######## cipher_parallel2serial ########
**cipher_parallel2serial: placement view**

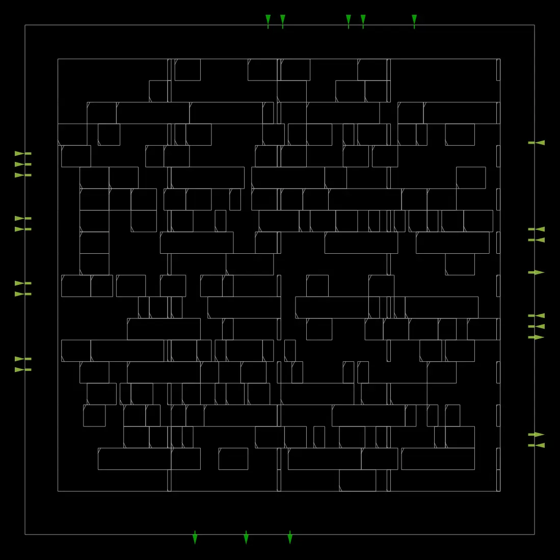

`src/rtl/cipher_parallel2serial.sv`:
```
// Parallel-to-serial stage of the XOR cipher datapath: captures a word (optionally
// XORed with a key), shifts it out MSB first, with a one-entry pending buffer.
module cipher_parallel2serial #(
    parameter int N = 8
) (
    input  logic         clk,
    input  logic         rst,
    input  logic         load,
    input  logic [N-1:0] a,
    input  logic [N-1:0] key,
    input  logic         enc_en,
    output logic         q,
    output logic         q_valid,
    output logic         conversion_start,
    output logic         conversion_finish,
    output logic         module_busy,
    output logic         overflow
);

    localparam int CW = (N > 1) ? $clog2(N) : 1;
    localparam logic [CW-1:0] LAST = CW'(N - 1);

    typedef enum logic {IDLE, SHIFT} state_t;

    state_t        state, state_n;
    logic [N-1:0]  sreg, sreg_n;
    logic [N-1:0]  pend, pend_n;
    logic [CW-1:0] cnt, cnt_n;
    logic          pend_valid, pend_valid_n;
    logic          ovf, ovf_n;
    logic [N-1:0]  cw;

    assign cw = enc_en ? (a ^ key) : a;

    always_ff @(posedge clk or negedge rst) begin
        if (!rst) begin
            state      <= IDLE;
            sreg       <= '0;
            cnt        <= '0;
            pend       <= '0;
            pend_valid <= 1'b0;
            ovf        <= 1'b0;
        end else begin
            state      <= state_n;
            sreg       <= sreg_n;
            cnt        <= cnt_n;
            pend       <= pend_n;
            pend_valid <= pend_valid_n;
            ovf        <= ovf_n;
        end
    end

    always_comb begin
        state_n      = state;
        sreg_n       = sreg;
        cnt_n        = cnt;
        pend_n       = pend;
        pend_valid_n = pend_valid;
        ovf_n        = ovf;
        case (state)
            IDLE: begin
                if (load) begin
                    sreg_n  = cw;
                    cnt_n   = '0;
                    state_n = SHIFT;
                end
            end
            SHIFT: begin
                if (cnt != LAST) begin
                    sreg_n = {sreg[N-2:0], 1'b0};
                    cnt_n  = cnt + CW'(1);
                    if (load) begin
                        if (!pend_valid) begin
                            pend_n       = cw;
                            pend_valid_n = 1'b1;
                        end else begin
                            ovf_n = 1'b1;
                        end
                    end
                end else if (pend_valid) begin
                    // Pending word goes out next; a same-cycle load refills the slot.
                    sreg_n = pend;
                    cnt_n  = '0;
                    if (load) pend_n = cw;
                    else      pend_valid_n = 1'b0;
                end else if (load) begin
                    sreg_n = cw;
                    cnt_n  = '0;
                end else begin
                    state_n = IDLE;
                    cnt_n   = '0;
                end
            end
            default: state_n = IDLE;
        endcase
    end

    assign q_valid           = (state == SHIFT);
    assign q                 = q_valid & sreg[N-1];
    assign conversion_start  = q_valid & (cnt == '0);
    assign conversion_finish = q_valid & (cnt == LAST);
    assign module_busy       = q_valid | pend_valid;
    assign overflow          = ovf;

endmodule
```
`config.mk`:
```
export PLATFORM = sky130hd
export DESIGN_NAME = cipher_parallel2serial
export DESIGN_NICKNAME = d
export VERILOG_FILES = /design/src/rtl/cipher_parallel2serial.sv
export SDC_FILE = /design/constraint.sdc
export NUM_CORES = 1
export LEC_CHECK = 0
export CAP_MARGIN = 5
export CELL_PAD_IN_SITES_DETAIL_PLACEMENT = 0
export CELL_PAD_IN_SITES_GLOBAL_PLACEMENT = 1
export CORE_MARGIN = 4
export CORE_UTILIZATION = 42
export DETAILED_ROUTE_END_ITERATION = 8
export GPL_ROUTABILITY_DRIVEN = 0
export PLACE_DENSITY_LB_ADDON = 0.08
export SLEW_MARGIN = 20
export SYNTH_ARGS = -nofsm -noshare
export SYNTH_HDL_FRONTEND = slang
export SYNTH_SLANG_ARGS = --single-unit
```
`constraint.sdc`:
```
create_clock -name clk -period 4.94 [get_ports clk]
set_clock_uncertainty 0.1 [all_clocks]
set_input_delay 0.741 -clock clk [delete_from_list [all_inputs] [get_ports clk]]
set_output_delay 0.741 -clock clk [all_outputs]
set_load 0.02 [all_outputs]
```
######## tm_display_arbiter ########
### src/rtl/tm_display_pkg.sv
// Shared definitions for the seven-segment display arbiter.
package tm_display_pkg;

    localparam int unsigned w_tm_digit = 8;
    localparam int unsigned w_slot     = 3;

    // Segment byte, bit order hgfedcba (bit 0 = segment a).
    typedef logic [7:0] seg_t;

    localparam seg_t seg_f     = 8'h71;
    localparam seg_t seg_p     = 8'h73;
    localparam seg_t seg_g     = 8'h3D;
    localparam seg_t seg_a     = 8'h77;
    localparam seg_t seg_space = 8'h00;

    // One-hot digit select for a scan slot.
    function automatic logic [w_tm_digit-1:0] digit_onehot(input logic [w_slot-1:0] slot);
        return w_tm_digit'(1) << slot;
    endfunction

endpackage

### src/rtl/tm_rr_arbiter.sv
// Round-robin arbiter: one-hot grant to the first valid requester at or
// after the priority pointer; the pointer moves past the winner only when
// the grant is actually taken.
module tm_rr_arbiter #(
    parameter int unsigned n_req = 4
) (
    input  logic             clk,
    input  logic             rst_n,
    input  logic [n_req-1:0] valid,
    input  logic             accept,
    output logic [n_req-1:0] grant_c
);

    localparam int unsigned ptr_w = (n_req > 1) ? $clog2(n_req) : 1;

    logic [ptr_w-1:0] ptr;
    logic [ptr_w-1:0] ptr_nxt;
    logic             found;
    int unsigned      idx;

    // Rotating priority search starting at the pointer.
    always_comb begin
        grant_c = '0;
        ptr_nxt = ptr;
        found   = 1'b0;
        idx     = 0;
        for (int unsigned k = 0; k < n_req; k++) begin
            idx = 32'(ptr) + k;
            if (idx >= n_req) begin
                idx = idx - n_req;
            end
            if (!found && valid[ptr_w'(idx)]) begin
                found                = 1'b1;
                grant_c[ptr_w'(idx)] = 1'b1;
                ptr_nxt              = (idx == n_req - 1) ? '0 : ptr_w'(idx + 1);
            end
        end
    end

    // Pointer advances only on an accepted transfer.
    always_ff @(posedge clk or negedge rst_n) begin
        if (!rst_n) begin
            ptr <= '0;
        end else if (accept) begin
            ptr <= ptr_nxt;
        end
    end

endmodule

### src/rtl/tm_display_arbiter.sv
// Multi-requester write port into an 8-digit seven-segment frame buffer
// with an LED register and a multiplexed digit scanner.
module tm_display_arbiter
    import tm_display_pkg::*;
#(
    parameter int unsigned clk_mhz = 27,
    parameter int unsigned n_req   = 4,
    parameter int unsigned scan_us = 1000
) (
    input  logic               clk,
    input  logic               rst_n,
    input  logic [n_req-1:0]   req_valid,
    output logic [n_req-1:0]   req_ready,
    input  logic [3*n_req-1:0] req_idx,
    input  logic [8*n_req-1:0] req_seg,
    input  logic [2*n_req-1:0] req_led,
    input  logic               clear,
    output logic [7:0]         hgfedcba,
    output logic [7:0]         digit,
    output logic [7:0]         ledr
);

    localparam int unsigned scan_div = clk_mhz * scan_us;
    localparam int unsigned cnt_w    = (scan_div > 1) ? $clog2(scan_div) : 1;

    logic [n_req-1:0]  grant_c;
    logic              xfer_c;
    logic [w_slot-1:0] w_idx;
    seg_t              w_seg;
    logic [1:0]        w_led;

    seg_t              fb [w_tm_digit];
    logic [w_slot-1:0] slot;
    logic [w_slot-1:0] slot_nxt;
    logic [cnt_w-1:0]  cnt;
    logic [cnt_w-1:0]  cnt_nxt;
    seg_t              seg_nxt;

    tm_rr_arbiter #(
        .n_req (n_req)
    ) u_arb (
        .clk     (clk),
        .rst_n   (rst_n),
        .valid   (req_valid),
        .accept  (xfer_c),
        .grant_c (grant_c)
    );

    // Grants are suppressed during reset and while the frame is being cleared.
    assign req_ready = grant_c & {n_req{rst_n & ~clear}};
    assign xfer_c    = |(req_valid & req_ready);

    // Select the payload of the granted requester.
    always_comb begin
        w_idx = '0;
        w_seg = '0;
        w_led = '0;
        for (int unsigned i = 0; i < n_req; i++) begin
            if (req_ready[i]) begin
                w_idx = req_idx[3*i +: 3];
                w_seg = req_seg[8*i +: 8];
                w_led = req_led[2*i +: 2];
            end
        end
    end

    // Frame buffer and LED register writes; clear takes precedence.
    always_ff @(posedge clk or negedge rst_n) begin
        if (!rst_n) begin
            for (int unsigned i = 0; i < w_tm_digit; i++) begin
                fb[i] <= '0;
            end
            ledr <= '0;
        end else if (clear) begin
            for (int unsigned i = 0; i < w_tm_digit; i++) begin
                fb[i] <= '0;
            end
            ledr <= '0;
        end else if (xfer_c) begin
            fb[w_idx] <= w_seg;
            if (w_led[0]) begin
                ledr[w_idx] <= w_led[1];
            end
        end
    end

    // Next scan position and the segment byte it will show, including a
    // write landing on that slot this cycle so live updates need no wait.
    always_comb begin
        cnt_nxt  = cnt + cnt_w'(1);
        slot_nxt = slot;
        if (cnt == cnt_w'(scan_div - 1)) begin
            cnt_nxt  = '0;
            slot_nxt = slot + w_slot'(1);
        end
        if (clear) begin
            seg_nxt = '0;
        end else if (xfer_c && (w_idx == slot_nxt)) begin
            seg_nxt = w_seg;
        end else begin
            seg_nxt = fb[slot_nxt];
        end
    end

    // Scan divider, slot and registered display drive.
    always_ff @(posedge clk or negedge rst_n) begin
        if (!rst_n) begin
            cnt      <= '0;
            slot     <= '0;
            digit    <= 8'h01;
            hgfedcba <= 8'h00;
        end else begin
            cnt      <= cnt_nxt;
            slot     <= slot_nxt;
            digit    <= digit_onehot(slot_nxt);
            hgfedcba <= seg_nxt;
        end
    end

endmodule

### config.mk
export PLATFORM = sky130hd
export DESIGN_NAME = tm_display_arbiter
export DESIGN_NICKNAME = d
export VERILOG_FILES = /design/src/rtl/tm_display_pkg.sv /design/src/rtl/tm_rr_arbiter.sv /design/src/rtl/tm_display_arbiter.sv
export SDC_FILE = /design/constraint.sdc
export NUM_CORES = 1
export LEC_CHECK = 0
export CAP_MARGIN = 0
export CORE_MARGIN = 10
export CORE_UTILIZATION = 50
export DETAILED_ROUTE_END_ITERATION = 6
export PLACE_DENSITY = 0.73
export SLEW_MARGIN = 20
export SYNTH_ARGS = -nofsm -noshare
export SYNTH_HDL_FRONTEND = slang
export SYNTH_SLANG_ARGS = --single-unit
### constraint.sdc
create_clock -name clk -period 5.07 [get_ports clk]
set_input_delay 1.521 -clock clk [delete_from_list [all_inputs] [get_ports clk]]
set_output_delay 1.521 -clock clk [all_outputs]
set_load 0.05 [all_outputs]
######## mem_arbiter ########
File: config.mk
export PLATFORM = sky130hd
export DESIGN_NAME = mem_arbiter
export DESIGN_NICKNAME = d
export VERILOG_FILES = /design/src/rtl/mem_arbiter.sv
export SDC_FILE = /design/constraint.sdc
export NUM_CORES = 1
export LEC_CHECK = 0
export CAP_MARGIN = 30
export CORE_AREA = 3 3 104 106
export DETAILED_ROUTE_END_ITERATION = 6
export DIE_AREA = 0 0 107 109
export GPL_ROUTABILITY_DRIVEN = 0
export PLACE_DENSITY = 0.71
export SLEW_MARGIN = 20
export SYNTH_ARGS = -nofsm -noshare
export SYNTH_HDL_FRONTEND = slang
export SYNTH_SLANG_ARGS = --single-unit
File: constraint.sdc
create_clock -name clk -period 5.2 [get_ports clk]
set_input_delay 0.52 -clock clk [delete_from_list [all_inputs] [get_ports clk]]
set_output_delay 0.52 -clock clk [all_outputs]
set_load 0.1 [all_outputs]
File: src/rtl/mem_arbiter.sv
// rtl/mem_arbiter.sv - shares main memory between I/D cache block fills and write-through stores
module mem_arbiter #(
  parameter int AWIDTH      = 16,
  parameter int DWIDTH      = 16,
  parameter int BLOCK_WORDS = 8,
  parameter int WORD_BYTES  = 2
) (
  input  logic              clk,
  input  logic              rst,
  input  logic              i_req,
  input  logic [AWIDTH-1:0] i_addr,
  output logic              i_grant,
  output logic              i_data_valid,
  output logic              i_done,
  input  logic              d_req,
  input  logic [AWIDTH-1:0] d_addr,
  output logic              d_grant,
  output logic              d_data_valid,
  output logic              d_done,
  input  logic              st_req,
  input  logic [AWIDTH-1:0] st_addr,
  input  logic [DWIDTH-1:0] st_data,
  output logic              st_ack,
  output logic              mem_en,
  output logic              mem_wr,
  output logic [AWIDTH-1:0] mem_addr,
  output logic [DWIDTH-1:0] mem_data_in,
  input  logic [DWIDTH-1:0] mem_data_out,
  input  logic              mem_data_valid,
  output logic [DWIDTH-1:0] fill_data,
  output logic              busy
);

  localparam int CW = $clog2(BLOCK_WORDS + 1);
  localparam logic SIDE_I = 1'b0;
  localparam logic SIDE_D = 1'b1;

  typedef enum logic [1:0] {IDLE = 2'd0, WRITE = 2'd1, FILL = 2'd2} state_t;

  state_t            r_state;
  logic [CW-1:0]     r_issue_cnt;
  logic [CW-1:0]     r_recv_cnt;
  logic              r_owner;
  logic              r_last_fill;
  logic [AWIDTH-1:0] r_base;
  logic [AWIDTH-1:0] r_mem_addr;
  logic [DWIDTH-1:0] r_mem_data_in;
  logic              r_mem_en;
  logic              r_mem_wr;
  logic              r_st_ack;
  logic              r_i_grant;
  logic              r_d_grant;
  logic              r_i_done;
  logic              r_d_done;

  logic              w_pick_d;
  logic [AWIDTH-1:0] w_addr_sel;
  logic [AWIDTH-1:0] w_base_sel;
  logic [AWIDTH-1:0] w_next_addr;
  logic              w_fill_valid;
  logic              w_last_word;

  // Round-robin only matters when both fill sides are requesting.
  assign w_pick_d     = (d_req && !i_req) || (i_req && d_req && (r_last_fill == SIDE_I));
  assign w_addr_sel   = w_pick_d ? d_addr : i_addr;
  assign w_base_sel   = w_addr_sel & ~{{(AWIDTH-4){1'b0}}, 4'hF};
  assign w_next_addr  = r_base + AWIDTH'((32'(r_issue_cnt) + 32'd1) * WORD_BYTES);
  assign w_fill_valid = (r_state == FILL) && mem_data_valid;
  assign w_last_word  = w_fill_valid && (r_recv_cnt == CW'(BLOCK_WORDS - 1));

  always_ff @(posedge clk or negedge rst) begin
    if (!rst) begin
      r_state       <= IDLE;
      r_issue_cnt   <= '0;
      r_recv_cnt    <= '0;
      r_owner       <= SIDE_I;
      r_last_fill   <= SIDE_D;
      r_base        <= '0;
      r_mem_addr    <= '0;
      r_mem_data_in <= '0;
      r_mem_en      <= 1'b0;
      r_mem_wr      <= 1'b0;
      r_st_ack      <= 1'b0;
      r_i_grant     <= 1'b0;
      r_d_grant     <= 1'b0;
      r_i_done      <= 1'b0;
      r_d_done      <= 1'b0;
    end else begin
      r_st_ack <= 1'b0;
      r_i_done <= 1'b0;
      r_d_done <= 1'b0;
      case (r_state)
        IDLE: begin
          // The done cycle is spent idle so nothing is regranted back-to-back.
          if (r_i_done || r_d_done) begin
            r_state <= IDLE;
          end else if (st_req) begin
            r_state       <= WRITE;
            r_mem_en      <= 1'b1;
            r_mem_wr      <= 1'b1;
            r_mem_addr    <= st_addr;
            r_mem_data_in <= st_data;
            r_st_ack      <= 1'b1;
          end else if (i_req || d_req) begin
            r_state       <= FILL;
            r_owner       <= w_pick_d;
            r_base        <= w_base_sel;
            r_mem_addr    <= w_base_sel;
            r_mem_en      <= 1'b1;
            r_mem_wr      <= 1'b0;
            r_mem_data_in <= '0;
            r_issue_cnt   <= '0;
            r_recv_cnt    <= '0;
            r_i_grant     <= !w_pick_d;
            r_d_grant     <= w_pick_d;
          end
        end
        WRITE: begin
          r_state       <= IDLE;
          r_mem_en      <= 1'b0;
          r_mem_wr      <= 1'b0;
          r_mem_addr    <= '0;
          r_mem_data_in <= '0;
        end
        FILL: begin
          if (r_issue_cnt < CW'(BLOCK_WORDS)) r_issue_cnt <= r_issue_cnt + 1'b1;
          if (r_issue_cnt < CW'(BLOCK_WORDS - 1)) r_mem_addr <= w_next_addr;
          if (w_fill_valid) r_recv_cnt <= r_recv_cnt + 1'b1;
          if (w_last_word) begin
            r_state     <= IDLE;
            r_mem_en    <= 1'b0;
            r_mem_addr  <= '0;
            r_i_grant   <= 1'b0;
            r_d_grant   <= 1'b0;
            r_last_fill <= r_owner;
            r_i_done    <= (r_owner == SIDE_I);
            r_d_done    <= (r_owner == SIDE_D);
          end
        end
        default: r_state <= IDLE;
      endcase
    end
  end

  assign i_grant      = r_i_grant;
  assign d_grant      = r_d_grant;
  assign i_done       = r_i_done;
  assign d_done       = r_d_done;
  assign st_ack       = r_st_ack;
  assign mem_en       = r_mem_en;
  assign mem_wr       = r_mem_wr;
  assign mem_addr     = r_mem_addr;
  assign mem_data_in  = r_mem_data_in;
  assign i_data_valid = w_fill_valid && (r_owner == SIDE_I);
  assign d_data_valid = w_fill_valid && (r_owner == SIDE_D);
  assign fill_data    = mem_data_out;
  assign busy         = (r_state != IDLE);

endmodule
######## mips_main_ctrl_flat ########
File: config.mk
export PLATFORM = sky130hd
export DESIGN_NAME = mips_main_ctrl_flat
export DESIGN_NICKNAME = d
export VERILOG_FILES = /design/src/rtl/mips_main_ctrl_if.sv /design/src/rtl/mips_main_ctrl.sv /design/src/flat_wrapper.sv
export SDC_FILE = /design/constraint.sdc
export NUM_CORES = 1
export LEC_CHECK = 0
export CORE_ASPECT_RATIO = 0.9
export CORE_MARGIN = 2
export CORE_UTILIZATION = 38
export CTS_CLUSTER_SIZE = 30
export DETAILED_ROUTE_END_ITERATION = 10
export MAX_ROUTING_LAYER = met4
export PLACE_DENSITY = 0.78
export SETUP_SLACK_MARGIN = 0.1
export SLEW_MARGIN = 5
export SYNTH_ARGS = -nofsm -noshare
export SYNTH_HDL_FRONTEND = slang
export SYNTH_SLANG_ARGS = --single-unit
File: constraint.sdc
create_clock -name clk_i_top -period 2.2 [get_ports clk_i_top]
set_clock_uncertainty 0.05 [all_clocks]
set_input_delay 0.44 -clock clk_i_top [delete_from_list [all_inputs] [get_ports clk_i_top]]
set_output_delay 0.44 -clock clk_i_top [all_outputs]
set_load 0.005 [all_outputs]
File: src/rtl/mips_main_ctrl_if.sv
// Control bundle between the multicycle main controller and the datapath.
// The controller drives enables/selects and receives the IR fields and the ALU zero flag.
interface mips_main_ctrl_if;
  logic [5:0] op;
  logic [5:0] funct;
  logic       zero;
  logic       IorD;
  logic       MemWrite;
  logic       IRWrite;
  logic       RegDst;
  logic       MemtoReg;
  logic       RegWrite;
  logic       ALUSrcA;
  logic [1:0] ALUSrcB;
  logic [1:0] PCSrc;
  logic       PCEn;
  logic [2:0] ALUControl;
  logic       illegal;
  logic [3:0] state;

  modport master (
    input  op, funct, zero,
    output IorD, MemWrite, IRWrite, RegDst, MemtoReg, RegWrite, ALUSrcA,
           ALUSrcB, PCSrc, PCEn, ALUControl, illegal, state
  );

  modport slave (
    output op, funct, zero,
    input  IorD, MemWrite, IRWrite, RegDst, MemtoReg, RegWrite, ALUSrcA,
           ALUSrcB, PCSrc, PCEn, ALUControl, illegal, state
  );
endinterface

File: src/rtl/mips_main_ctrl.sv
// Multicycle MIPS main controller: Moore FSM sequencing fetch..writeback plus the ALU decoder.
// Reset forces RST asynchronously so no enable can fire once rst_n_i_top drops.
module mips_main_ctrl (
  input  logic               clk_i_top,
  input  logic               rst_n_i_top,
  mips_main_ctrl_if.master   ctrl
);
  typedef enum logic [3:0] {
    S_RST    = 4'd0,  S_FETCH  = 4'd1,  S_DECODE = 4'd2,  S_MEMADR = 4'd3,
    S_MEMRD  = 4'd4,  S_MEMWB  = 4'd5,  S_MEMWR  = 4'd6,  S_EXEC   = 4'd7,
    S_ALUWB  = 4'd8,  S_BRANCH = 4'd9,  S_ADDIEX = 4'd10, S_ADDIWB = 4'd11,
    S_JUMP   = 4'd12
  } state_e;

  localparam logic [5:0] OP_RTYPE = 6'b000000;
  localparam logic [5:0] OP_LW    = 6'b100011;
  localparam logic [5:0] OP_SW    = 6'b101011;
  localparam logic [5:0] OP_BEQ   = 6'b000100;
  localparam logic [5:0] OP_ADDI  = 6'b001000;
  localparam logic [5:0] OP_J     = 6'b000010;

  state_e     state_q, state_d;
  logic       is_sw_q, is_sw_d;
  logic       pc_write, branch, funct_ok;
  logic [1:0] alu_op;

  always_ff @(posedge clk_i_top or negedge rst_n_i_top) begin
    if (!rst_n_i_top) begin
      state_q <= S_RST;
      is_sw_q <= 1'b0;
    end else begin
      state_q <= state_d;
      is_sw_q <= is_sw_d;
    end
  end

  always_comb begin
    funct_ok = 1'b0;
    case (ctrl.funct)
      6'b100000, 6'b100010, 6'b100100, 6'b100101, 6'b101010: funct_ok = 1'b1;
      default: funct_ok = 1'b0;
    endcase
  end

  always_comb begin
    state_d       = S_FETCH;
    is_sw_d       = is_sw_q;
    ctrl.IorD     = 1'b0;
    ctrl.MemWrite = 1'b0;
    ctrl.IRWrite  = 1'b0;
    ctrl.RegDst   = 1'b0;
    ctrl.MemtoReg = 1'b0;
    ctrl.RegWrite = 1'b0;
    ctrl.ALUSrcA  = 1'b0;
    ctrl.ALUSrcB  = 2'b00;
    ctrl.PCSrc    = 2'b00;
    ctrl.illegal  = 1'b0;
    pc_write      = 1'b0;
    branch        = 1'b0;
    alu_op        = 2'b00;
    case (state_q)
      S_RST:   state_d = S_FETCH;
      S_FETCH: begin
        ctrl.IRWrite = 1'b1;
        ctrl.ALUSrcB = 2'b01;
        pc_write     = 1'b1;
        state_d      = S_DECODE;
      end
      // op/funct are only consulted here; the sw/lw split is remembered for MEMADR.
      S_DECODE: begin
        ctrl.ALUSrcB = 2'b11;
        is_sw_d      = (ctrl.op == OP_SW);
        case (ctrl.op)
          OP_LW, OP_SW: state_d = S_MEMADR;
          OP_RTYPE: begin
            if (funct_ok) begin
              state_d = S_EXEC;
            end else begin
              state_d      = S_FETCH;
              ctrl.illegal = 1'b1;
            end
          end
          OP_BEQ:  state_d = S_BRANCH;
          OP_ADDI: state_d = S_ADDIEX;
          OP_J:    state_d = S_JUMP;
          default: begin
            state_d      = S_FETCH;
            ctrl.illegal = 1'b1;
          end
        endcase
      end
      S_MEMADR, S_ADDIEX: begin
        ctrl.ALUSrcA = 1'b1;
        ctrl.ALUSrcB = 2'b10;
        if (state_q == S_ADDIEX) state_d = S_ADDIWB;
        else                     state_d = is_sw_q ? S_MEMWR : S_MEMRD;
      end
      S_MEMRD: begin
        ctrl.IorD = 1'b1;
        state_d   = S_MEMWB;
      end
      S_MEMWB: begin
        ctrl.MemtoReg = 1'b1;
        ctrl.RegWrite = 1'b1;
      end
      S_MEMWR: begin
        ctrl.IorD     = 1'b1;
        ctrl.MemWrite = 1'b1;
      end
      S_EXEC: begin
        ctrl.ALUSrcA = 1'b1;
        alu_op       = 2'b10;
        state_d      = S_ALUWB;
      end
      S_ALUWB: begin
        ctrl.RegDst   = 1'b1;
        ctrl.RegWrite = 1'b1;
      end
      S_ADDIWB: ctrl.RegWrite = 1'b1;
      S_BRANCH: begin
        ctrl.ALUSrcA = 1'b1;
        ctrl.PCSrc   = 2'b01;
        alu_op       = 2'b01;
        branch       = 1'b1;
      end
      S_JUMP: begin
        ctrl.PCSrc = 2'b10;
        pc_write   = 1'b1;
      end
      default: state_d = S_FETCH;
    endcase
  end

  always_comb begin
    ctrl.ALUControl = 3'b010;
    case (alu_op)
      2'b01: ctrl.ALUControl = 3'b110;
      2'b10: begin
        case (ctrl.funct)
          6'b100010: ctrl.ALUControl = 3'b110;
          6'b100100: ctrl.ALUControl = 3'b000;
          6'b100101: ctrl.ALUControl = 3'b001;
          6'b101010: ctrl.ALUControl = 3'b111;
          default:   ctrl.ALUControl = 3'b010;
        endcase
      end
      default: ctrl.ALUControl = 3'b010;
    endcase
  end

  assign ctrl.PCEn  = pc_write | (branch & ctrl.zero);
  assign ctrl.state = state_q;
endmodule
File: src/flat_wrapper.sv
// flat-port wrapper written by rule: the top's interface ports become plain ports
module mips_main_ctrl_flat 
  (clk_i_top, rst_n_i_top, ctrl_op, ctrl_funct, ctrl_zero, ctrl_IorD, ctrl_MemWrite, ctrl_IRWrite, ctrl_RegDst, ctrl_MemtoReg, ctrl_RegWrite, ctrl_ALUSrcA, ctrl_ALUSrcB, ctrl_PCSrc, ctrl_PCEn, ctrl_ALUControl, ctrl_illegal, ctrl_state);
  mips_main_ctrl_if ctrl_i ();
  input  logic clk_i_top;
  input  logic rst_n_i_top;
  input wire logic [$bits(ctrl_i.op)-1:0] ctrl_op;
  input wire logic [$bits(ctrl_i.funct)-1:0] ctrl_funct;
  input wire logic [$bits(ctrl_i.zero)-1:0] ctrl_zero;
  output wire logic [$bits(ctrl_i.IorD)-1:0] ctrl_IorD;
  output wire logic [$bits(ctrl_i.MemWrite)-1:0] ctrl_MemWrite;
  output wire logic [$bits(ctrl_i.IRWrite)-1:0] ctrl_IRWrite;
  output wire logic [$bits(ctrl_i.RegDst)-1:0] ctrl_RegDst;
  output wire logic [$bits(ctrl_i.MemtoReg)-1:0] ctrl_MemtoReg;
  output wire logic [$bits(ctrl_i.RegWrite)-1:0] ctrl_RegWrite;
  output wire logic [$bits(ctrl_i.ALUSrcA)-1:0] ctrl_ALUSrcA;
  output wire logic [$bits(ctrl_i.ALUSrcB)-1:0] ctrl_ALUSrcB;
  output wire logic [$bits(ctrl_i.PCSrc)-1:0] ctrl_PCSrc;
  output wire logic [$bits(ctrl_i.PCEn)-1:0] ctrl_PCEn;
  output wire logic [$bits(ctrl_i.ALUControl)-1:0] ctrl_ALUControl;
  output wire logic [$bits(ctrl_i.illegal)-1:0] ctrl_illegal;
  output wire logic [$bits(ctrl_i.state)-1:0] ctrl_state;
  assign ctrl_i.op = ctrl_op;
  assign ctrl_i.funct = ctrl_funct;
  assign ctrl_i.zero = ctrl_zero;
  assign ctrl_IorD = ctrl_i.IorD;
  assign ctrl_MemWrite = ctrl_i.MemWrite;
  assign ctrl_IRWrite = ctrl_i.IRWrite;
  assign ctrl_RegDst = ctrl_i.RegDst;
  assign ctrl_MemtoReg = ctrl_i.MemtoReg;
  assign ctrl_RegWrite = ctrl_i.RegWrite;
  assign ctrl_ALUSrcA = ctrl_i.ALUSrcA;
  assign ctrl_ALUSrcB = ctrl_i.ALUSrcB;
  assign ctrl_PCSrc = ctrl_i.PCSrc;
  assign ctrl_PCEn = ctrl_i.PCEn;
  assign ctrl_ALUControl = ctrl_i.ALUControl;
  assign ctrl_illegal = ctrl_i.illegal;
  assign ctrl_state = ctrl_i.state;
  mips_main_ctrl u_core (.clk_i_top(clk_i_top), .rst_n_i_top(rst_n_i_top), .ctrl(ctrl_i));
endmodule

## Gallery

Drive-strength map.
Plate I
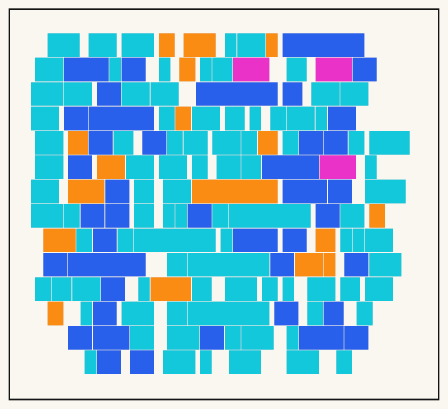
Plate II
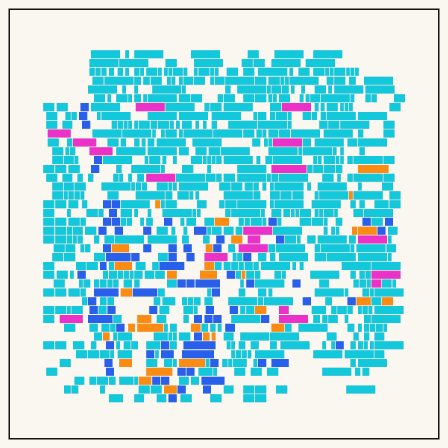
Plate III
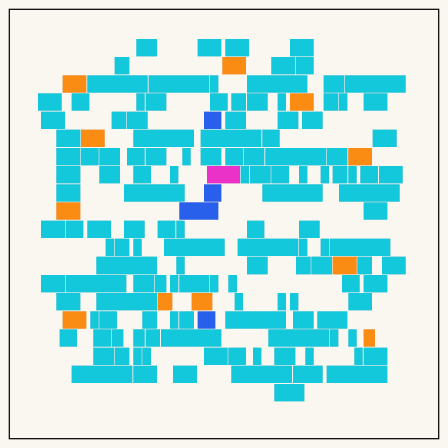
Plate IV
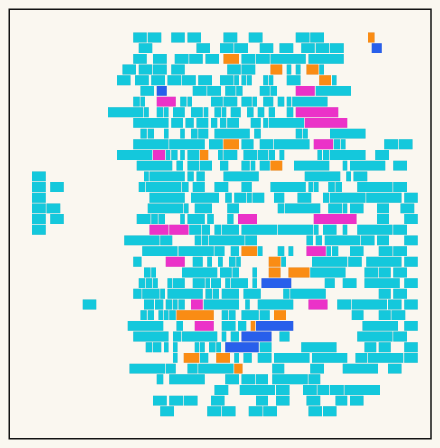
cipher_parallel2serial is Plate III.
tm_display_arbiter is Plate II.
mips_main_ctrl_flat is Plate I.
mem_arbiter is Plate IV.
- most cells: Plate II

**mips_main_ctrl_flat: I/O pins on the die edge**

Scale bar: 10 um. Pins as bars across the die edge, other pins in gray.
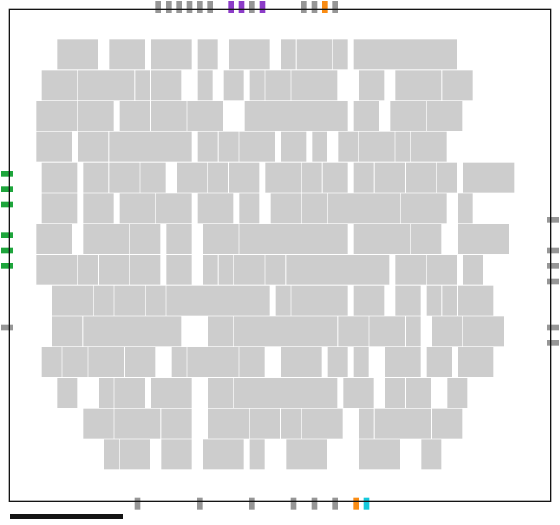
Key: orange = `ctrl_PCSrc` [pins 2, direction output, edge 1 north, 1 south]; purple = `ctrl_ALUControl` [pins 3, direction output, edge north]; cyan = `ctrl_IorD` [pins 1, direction output, edge south]; green = `ctrl_op` [pins 6, direction input, edge west]
All pins by edge: 14 north, 8 south, 7 west, 6 east.

==> impl_metrics.env, mips_main_ctrl_flat <==
# flow metrics
export IMPL_hold_worst_slack_ns=0.366
export IMPL_maxCapViolations=0
export IMPL_maxSlewViolCount=0
export IMPL_post_cts_setup_buffers=7
export IMPL_cts_buffers=3
export IMPL_sh_comb_area_pct=44.3
export IMPL_fin_util_pct=79.4
export IMPL_reg2regPathDepth=6
export IMPL_aoi_share_pct=28.1
export IMPL_synthFlopType="dfrtp_1"
export IMPL_rrSetupSlack_ns=0.33
export IMPL_period_used_pct=97.7
export IMPL_die_y_um=43.4
export IMPL_layout_drive_gt1_share_pct=40.1
export IMPL_slowest_delay_ns=0.48
export IMPL_vias_per_cell=5.24
export IMPL_ys_seq_share_pct=19.1
export IMPL_antenna_found_initial=0
export IMPL_outcome="complete, no violations"
export IMPL_buffer_area_share_pct=39.9
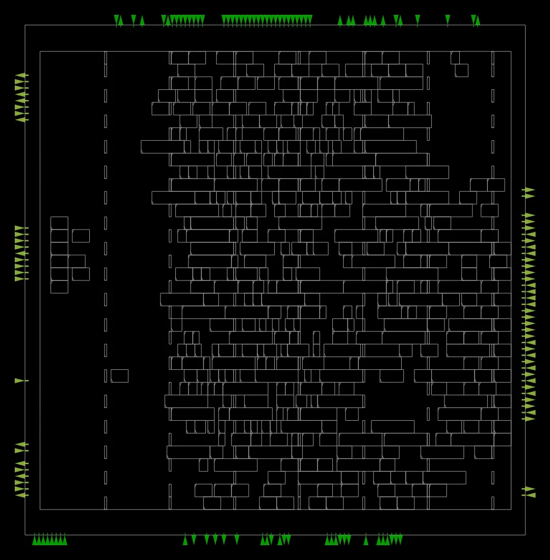
**Above:** mem_arbiter (placement view).
Flops: 63
Tap Count: 133
post-route insts no fill: 558
final core utilization: 47.2%

==> impl_metrics.env, mem_arbiter <==
# flow metrics
export IMPL_overflow=0
export IMPL_coreArea_um2=9860
export IMPL_ir_drop_uv=504
export IMPL_setup_violations=0
export IMPL_end_kind="output pin"
export IMPL_logic_area_um2=1600
export IMPL_clk_share_pct=5.43
export IMPL_layout_drive_gt1_share_pct=9.18
export IMPL_lay_top_cells="102 x clkdlybuf4s50_1, 62 x dfrtp_1, 39 x nand2_1, 29 x o21ai_0, 21 x nor2_1"
export IMPL_ctsResizeCount=0
export IMPL_synth_cell_type_count=53
export IMPL_power_leader="combinational cells"
export IMPL_top_cell_area_share_pct=45.2
export IMPL_dr_pass1_iters=4
export IMPL_path_clk_slew_ns=0.07
export IMPL_detail_route_wl_per_cell_um=15.5
export IMPL_pre_cts_ws_ns=2.09
export IMPL_critical_path_cell_count=5
export IMPL_hold_worst_slack_ns=0.323
export IMPL_fin_crit_ns=3.32
export IMPL_vias_per_cell=4.99
export IMPL_lay_top_count="clkdlybuf4s50_1"
export IMPL_crit_path_cell_trace="inv_1 -> ha_1 -> nand2_1 -> nor2_1 -> clkdlybuf4s50_1"
export IMPL_cts_buffer_depth=2
export IMPL_hold_class="primary input to asynchronous set/reset pin"
export IMPL_tns_ns=0
export IMPL_finalClockSkew_ns=0.0104
export IMPL_outcome="complete, no violations"
export IMPL_synthFlopType="dfrtp_1"
export IMPL_drc=0
export IMPL_die_area_um2=11700
export IMPL_p_comb_share_pct=60.0
export IMPL_slowest_delay_ns=1.14
export IMPL_htreeDepth=3
export IMPL_cts_root_buffer="clkbuf_8"
export IMPL_rrSetupSlack_ns=2.64
export IMPL_top_layer="met4"
export IMPL_fp_util_pct=34.8
export IMPL_cts_tree="done"
export IMPL_sh_comb_area_pct=34.3
export IMPL_top_area_cell="dfrtp_1"
export IMPL_die_y_um=109
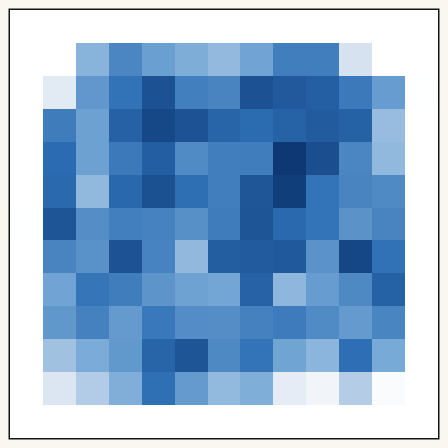
**Above:** tm_display_arbiter (cell area per tile).
13 x 13 tiles, from white (low) to dark blue (high), 0 to 100% covered.
The mean over all tiles is 45%. The densest ninth of the die: center. The fullest tile reaches 97%. 30% of the tiles are nearly empty. 20% of the tiles are over 75% full.

==> impl_metrics.env, tm_display_arbiter <==
# flow metrics
export IMPL_intPower_mw=1.98
export IMPL_setup_violations=0
export IMPL_n_fill_cell=955
export IMPL_clock_latency_ns=0.35
export IMPL_cts_root_buffer="clkbuf_16"
export IMPL_p_clk_uw=711
export IMPL_endpoint="req_ready[3]"
export IMPL_drc=0
export IMPL_use_met3_pct=6.02
export IMPL_maxCapViolations=0
export IMPL_slowest_delay_ns=0.59
export IMPL_detail_route_wl_per_cell_um=18.8
export IMPL_rsz0062_at_grt="no"
export IMPL_logic_gate_count=493
export IMPL_aoi_share_pct=17.2
export IMPL_r2r_start="u_arb.ptr[1]"
export IMPL_wl_met1_um=7660
export IMPL_sequentialPowerShare_pct=29.2
export IMPL_ir_drop_uv=229
export IMPL_dr_pass1_iters=5
export IMPL_outcome="complete, no violations"
export IMPL_grt_usage_pct=20.6
export IMPL_top_layer="met4"
export IMPL_post_dp_hpwl_um=12900
export IMPL_antenna_left=0
export IMPL_avgSynthCellArea_um2=9.47
export IMPL_top_cell_area_share_pct=42.7
export IMPL_vias_per_cell=5.97
export IMPL_worst_slew_pin_slew_ns=0.773
export IMPL_antenna_cells=0
export IMPL_largest_reg_flops=64
export IMPL_power_leakage_nw=3.53
export IMPL_clock_buffers=10
export IMPL_ys_ff=108
export IMPL_logic_area_um2=3340
export IMPL_rows=40
export IMPL_drtIter0Drc=648
export IMPL_final_cells=954
export IMPL_layout_drive_gt1_share_pct=16.3
export IMPL_setup_worst_path_start="req_valid[1]"
export IMPL_routed_wl_um=17900
export IMPL_final_hold_viol_count=0
export IMPL_worstPathArrival_ns=3.38
export IMPL_grt_pass1_wl_um=29800
export IMPL_dr_total_vias=5691
export IMPL_n_tap_cell=168
export IMPL_hold_depth=1
export IMPL_holdPathEnd="cnt[7]"
export IMPL_async_reset_ff_share_pct=100
export IMPL_post_synth_main_logic_family="simple AND/OR/NAND/NOR gates"
export IMPL_fa_ha_area_share_pct=1.60
export IMPL_tns_ns=0
export IMPL_fin_area_um2=8020
export IMPL_final_nets=848
export IMPL_netlist_area_um2=6270
**cipher_parallel2serial: cell area per tile**

6 x 6 tiles, from white (low) to dark blue (high), 0 to 100% covered.
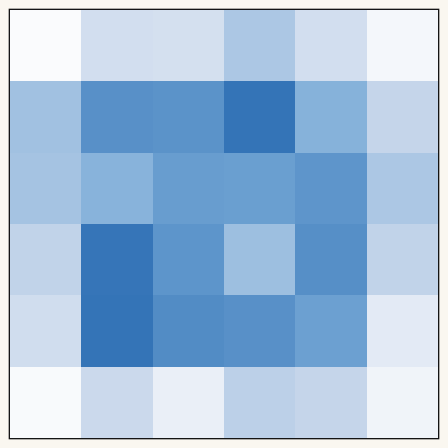
The mean over all tiles is 38%. The fullest tile reaches 73%. The densest ninth of the die: center.

About 'placement view' of cipher_parallel2serial:
final core utilization: 52.9%
Flops: 22
Core Rows: 20
Core Area: 3030 um^2

==> impl_metrics.env, cipher_parallel2serial <==
# flow metrics
export IMPL_power_share_clock_pct=16.2
export IMPL_intPower_uw=419
export IMPL_total_power_uw=638
export IMPL_wl_met1_um=1420
export IMPL_die_area_um2=4110
export IMPL_routed_wl_um=3050
export IMPL_outcome="complete, no violations"
export IMPL_dominant_cell_class="logic gates"
export IMPL_ctsResizeCount=0
export IMPL_async_reset_ff_share_pct=100
export IMPL_critPathSlowestCell="clkdlybuf4s50_1"
export IMPL_r2r_start="cnt[0]"
export IMPL_fa_ha_area_share_pct=3.78
export IMPL_antenna_cells=0
export IMPL_cts_buffers=3
export IMPL_synth_cell_type_count=32
export IMPL_xor_share_pct=0
export IMPL_io_pins=26
export IMPL_cts_buffer_depth=2
export IMPL_grt_pass1_wl_um=5110
export IMPL_grt_usage_pct=15.6
export IMPL_power_leader="registers"
export IMPL_reg_largest_list="pend: 8 flops, sreg: 8 flops, cnt: 3 flops"
export IMPL_use_met3_pct=2.46
export IMPL_cp_required_ns=4.10
export IMPL_final_hold_viol_count=0
export IMPL_io_buffers=25
export IMPL_n_fill_cell=293
export IMPL_cts_tree="done"


==> layout pictures side by side <==
I/O pins on the die edge.
panel A
Scale bar: 20 um. Pins as bars across the die edge, other pins in gray.
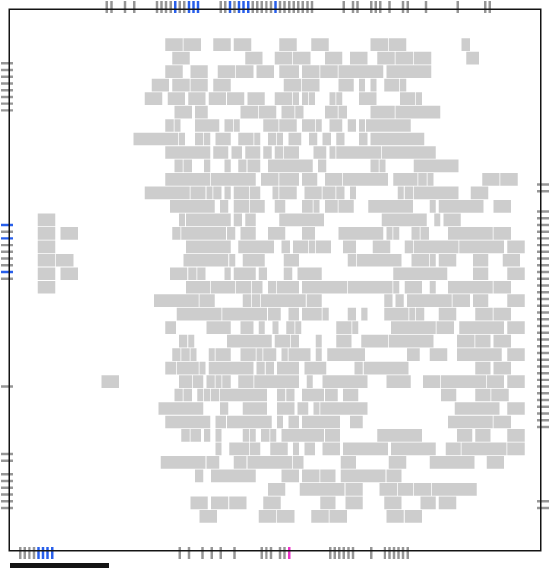
panel B
Scale bar: 20 um. Pins as bars across the die edge, other pins in gray.
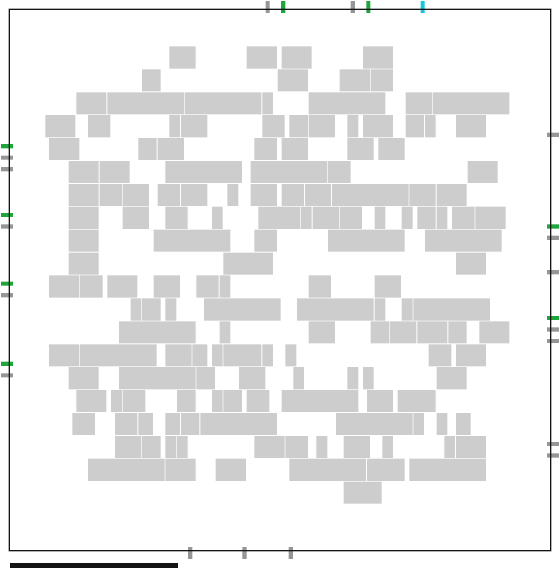
panel C
Scale bar: 50 um. Pins as bars across the die edge, other pins in gray.
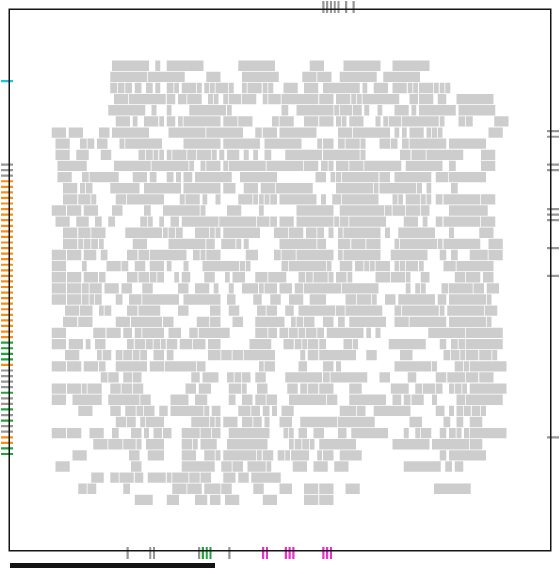
- fewest pins: panel B
- smallest die: panel B
Panel A comes from mem_arbiter.
Panel B comes from cipher_parallel2serial.
Panel C comes from tm_display_arbiter.


==> layout pictures side by side <==
A small window of the routed layout.
picture 1
Window x 89 to 109, y 89 to 109 um. Cells in gray, sequential cells in the stronger gray; small squares are vias.
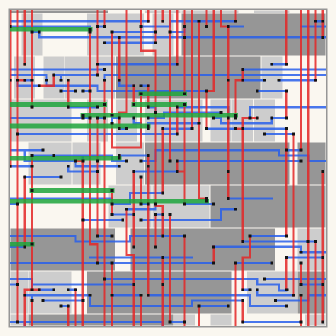
picture 2
Window x 26 to 46, y 23 to 43 um. Cells in gray, sequential cells in the stronger gray; small squares are vias.
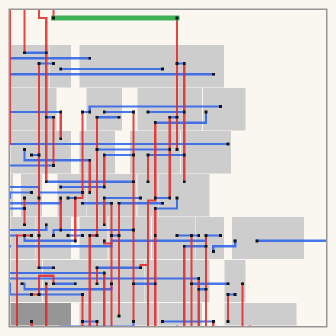
picture 3
Window x 38 to 58, y 38 to 58 um. Cells in gray, sequential cells in the stronger gray; small squares are vias.
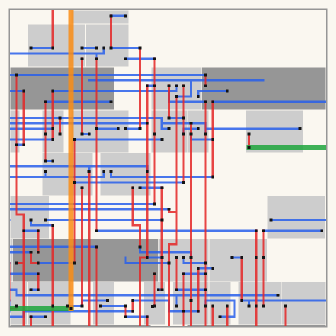
picture 4
Window x 70 to 90, y 72 to 92 um. Cells in gray, sequential cells in the stronger gray; small squares are vias.
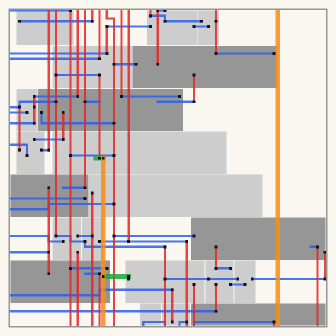
mem_arbiter is picture 4.
tm_display_arbiter is picture 1.
mips_main_ctrl_flat is picture 2.
cipher_parallel2serial is picture 3.

Key to picture 4:
Key: green = metal 3; red = metal 2; orange = metal 4; blue = metal 1
Most frequent: dfrtp_1 (6), nand2_1 (4), o21ai_0 (4). 21 logic cells have their middle in the window. Sequential cells in the window: 6. Netlist names of flops here include `mem_addr` (6).

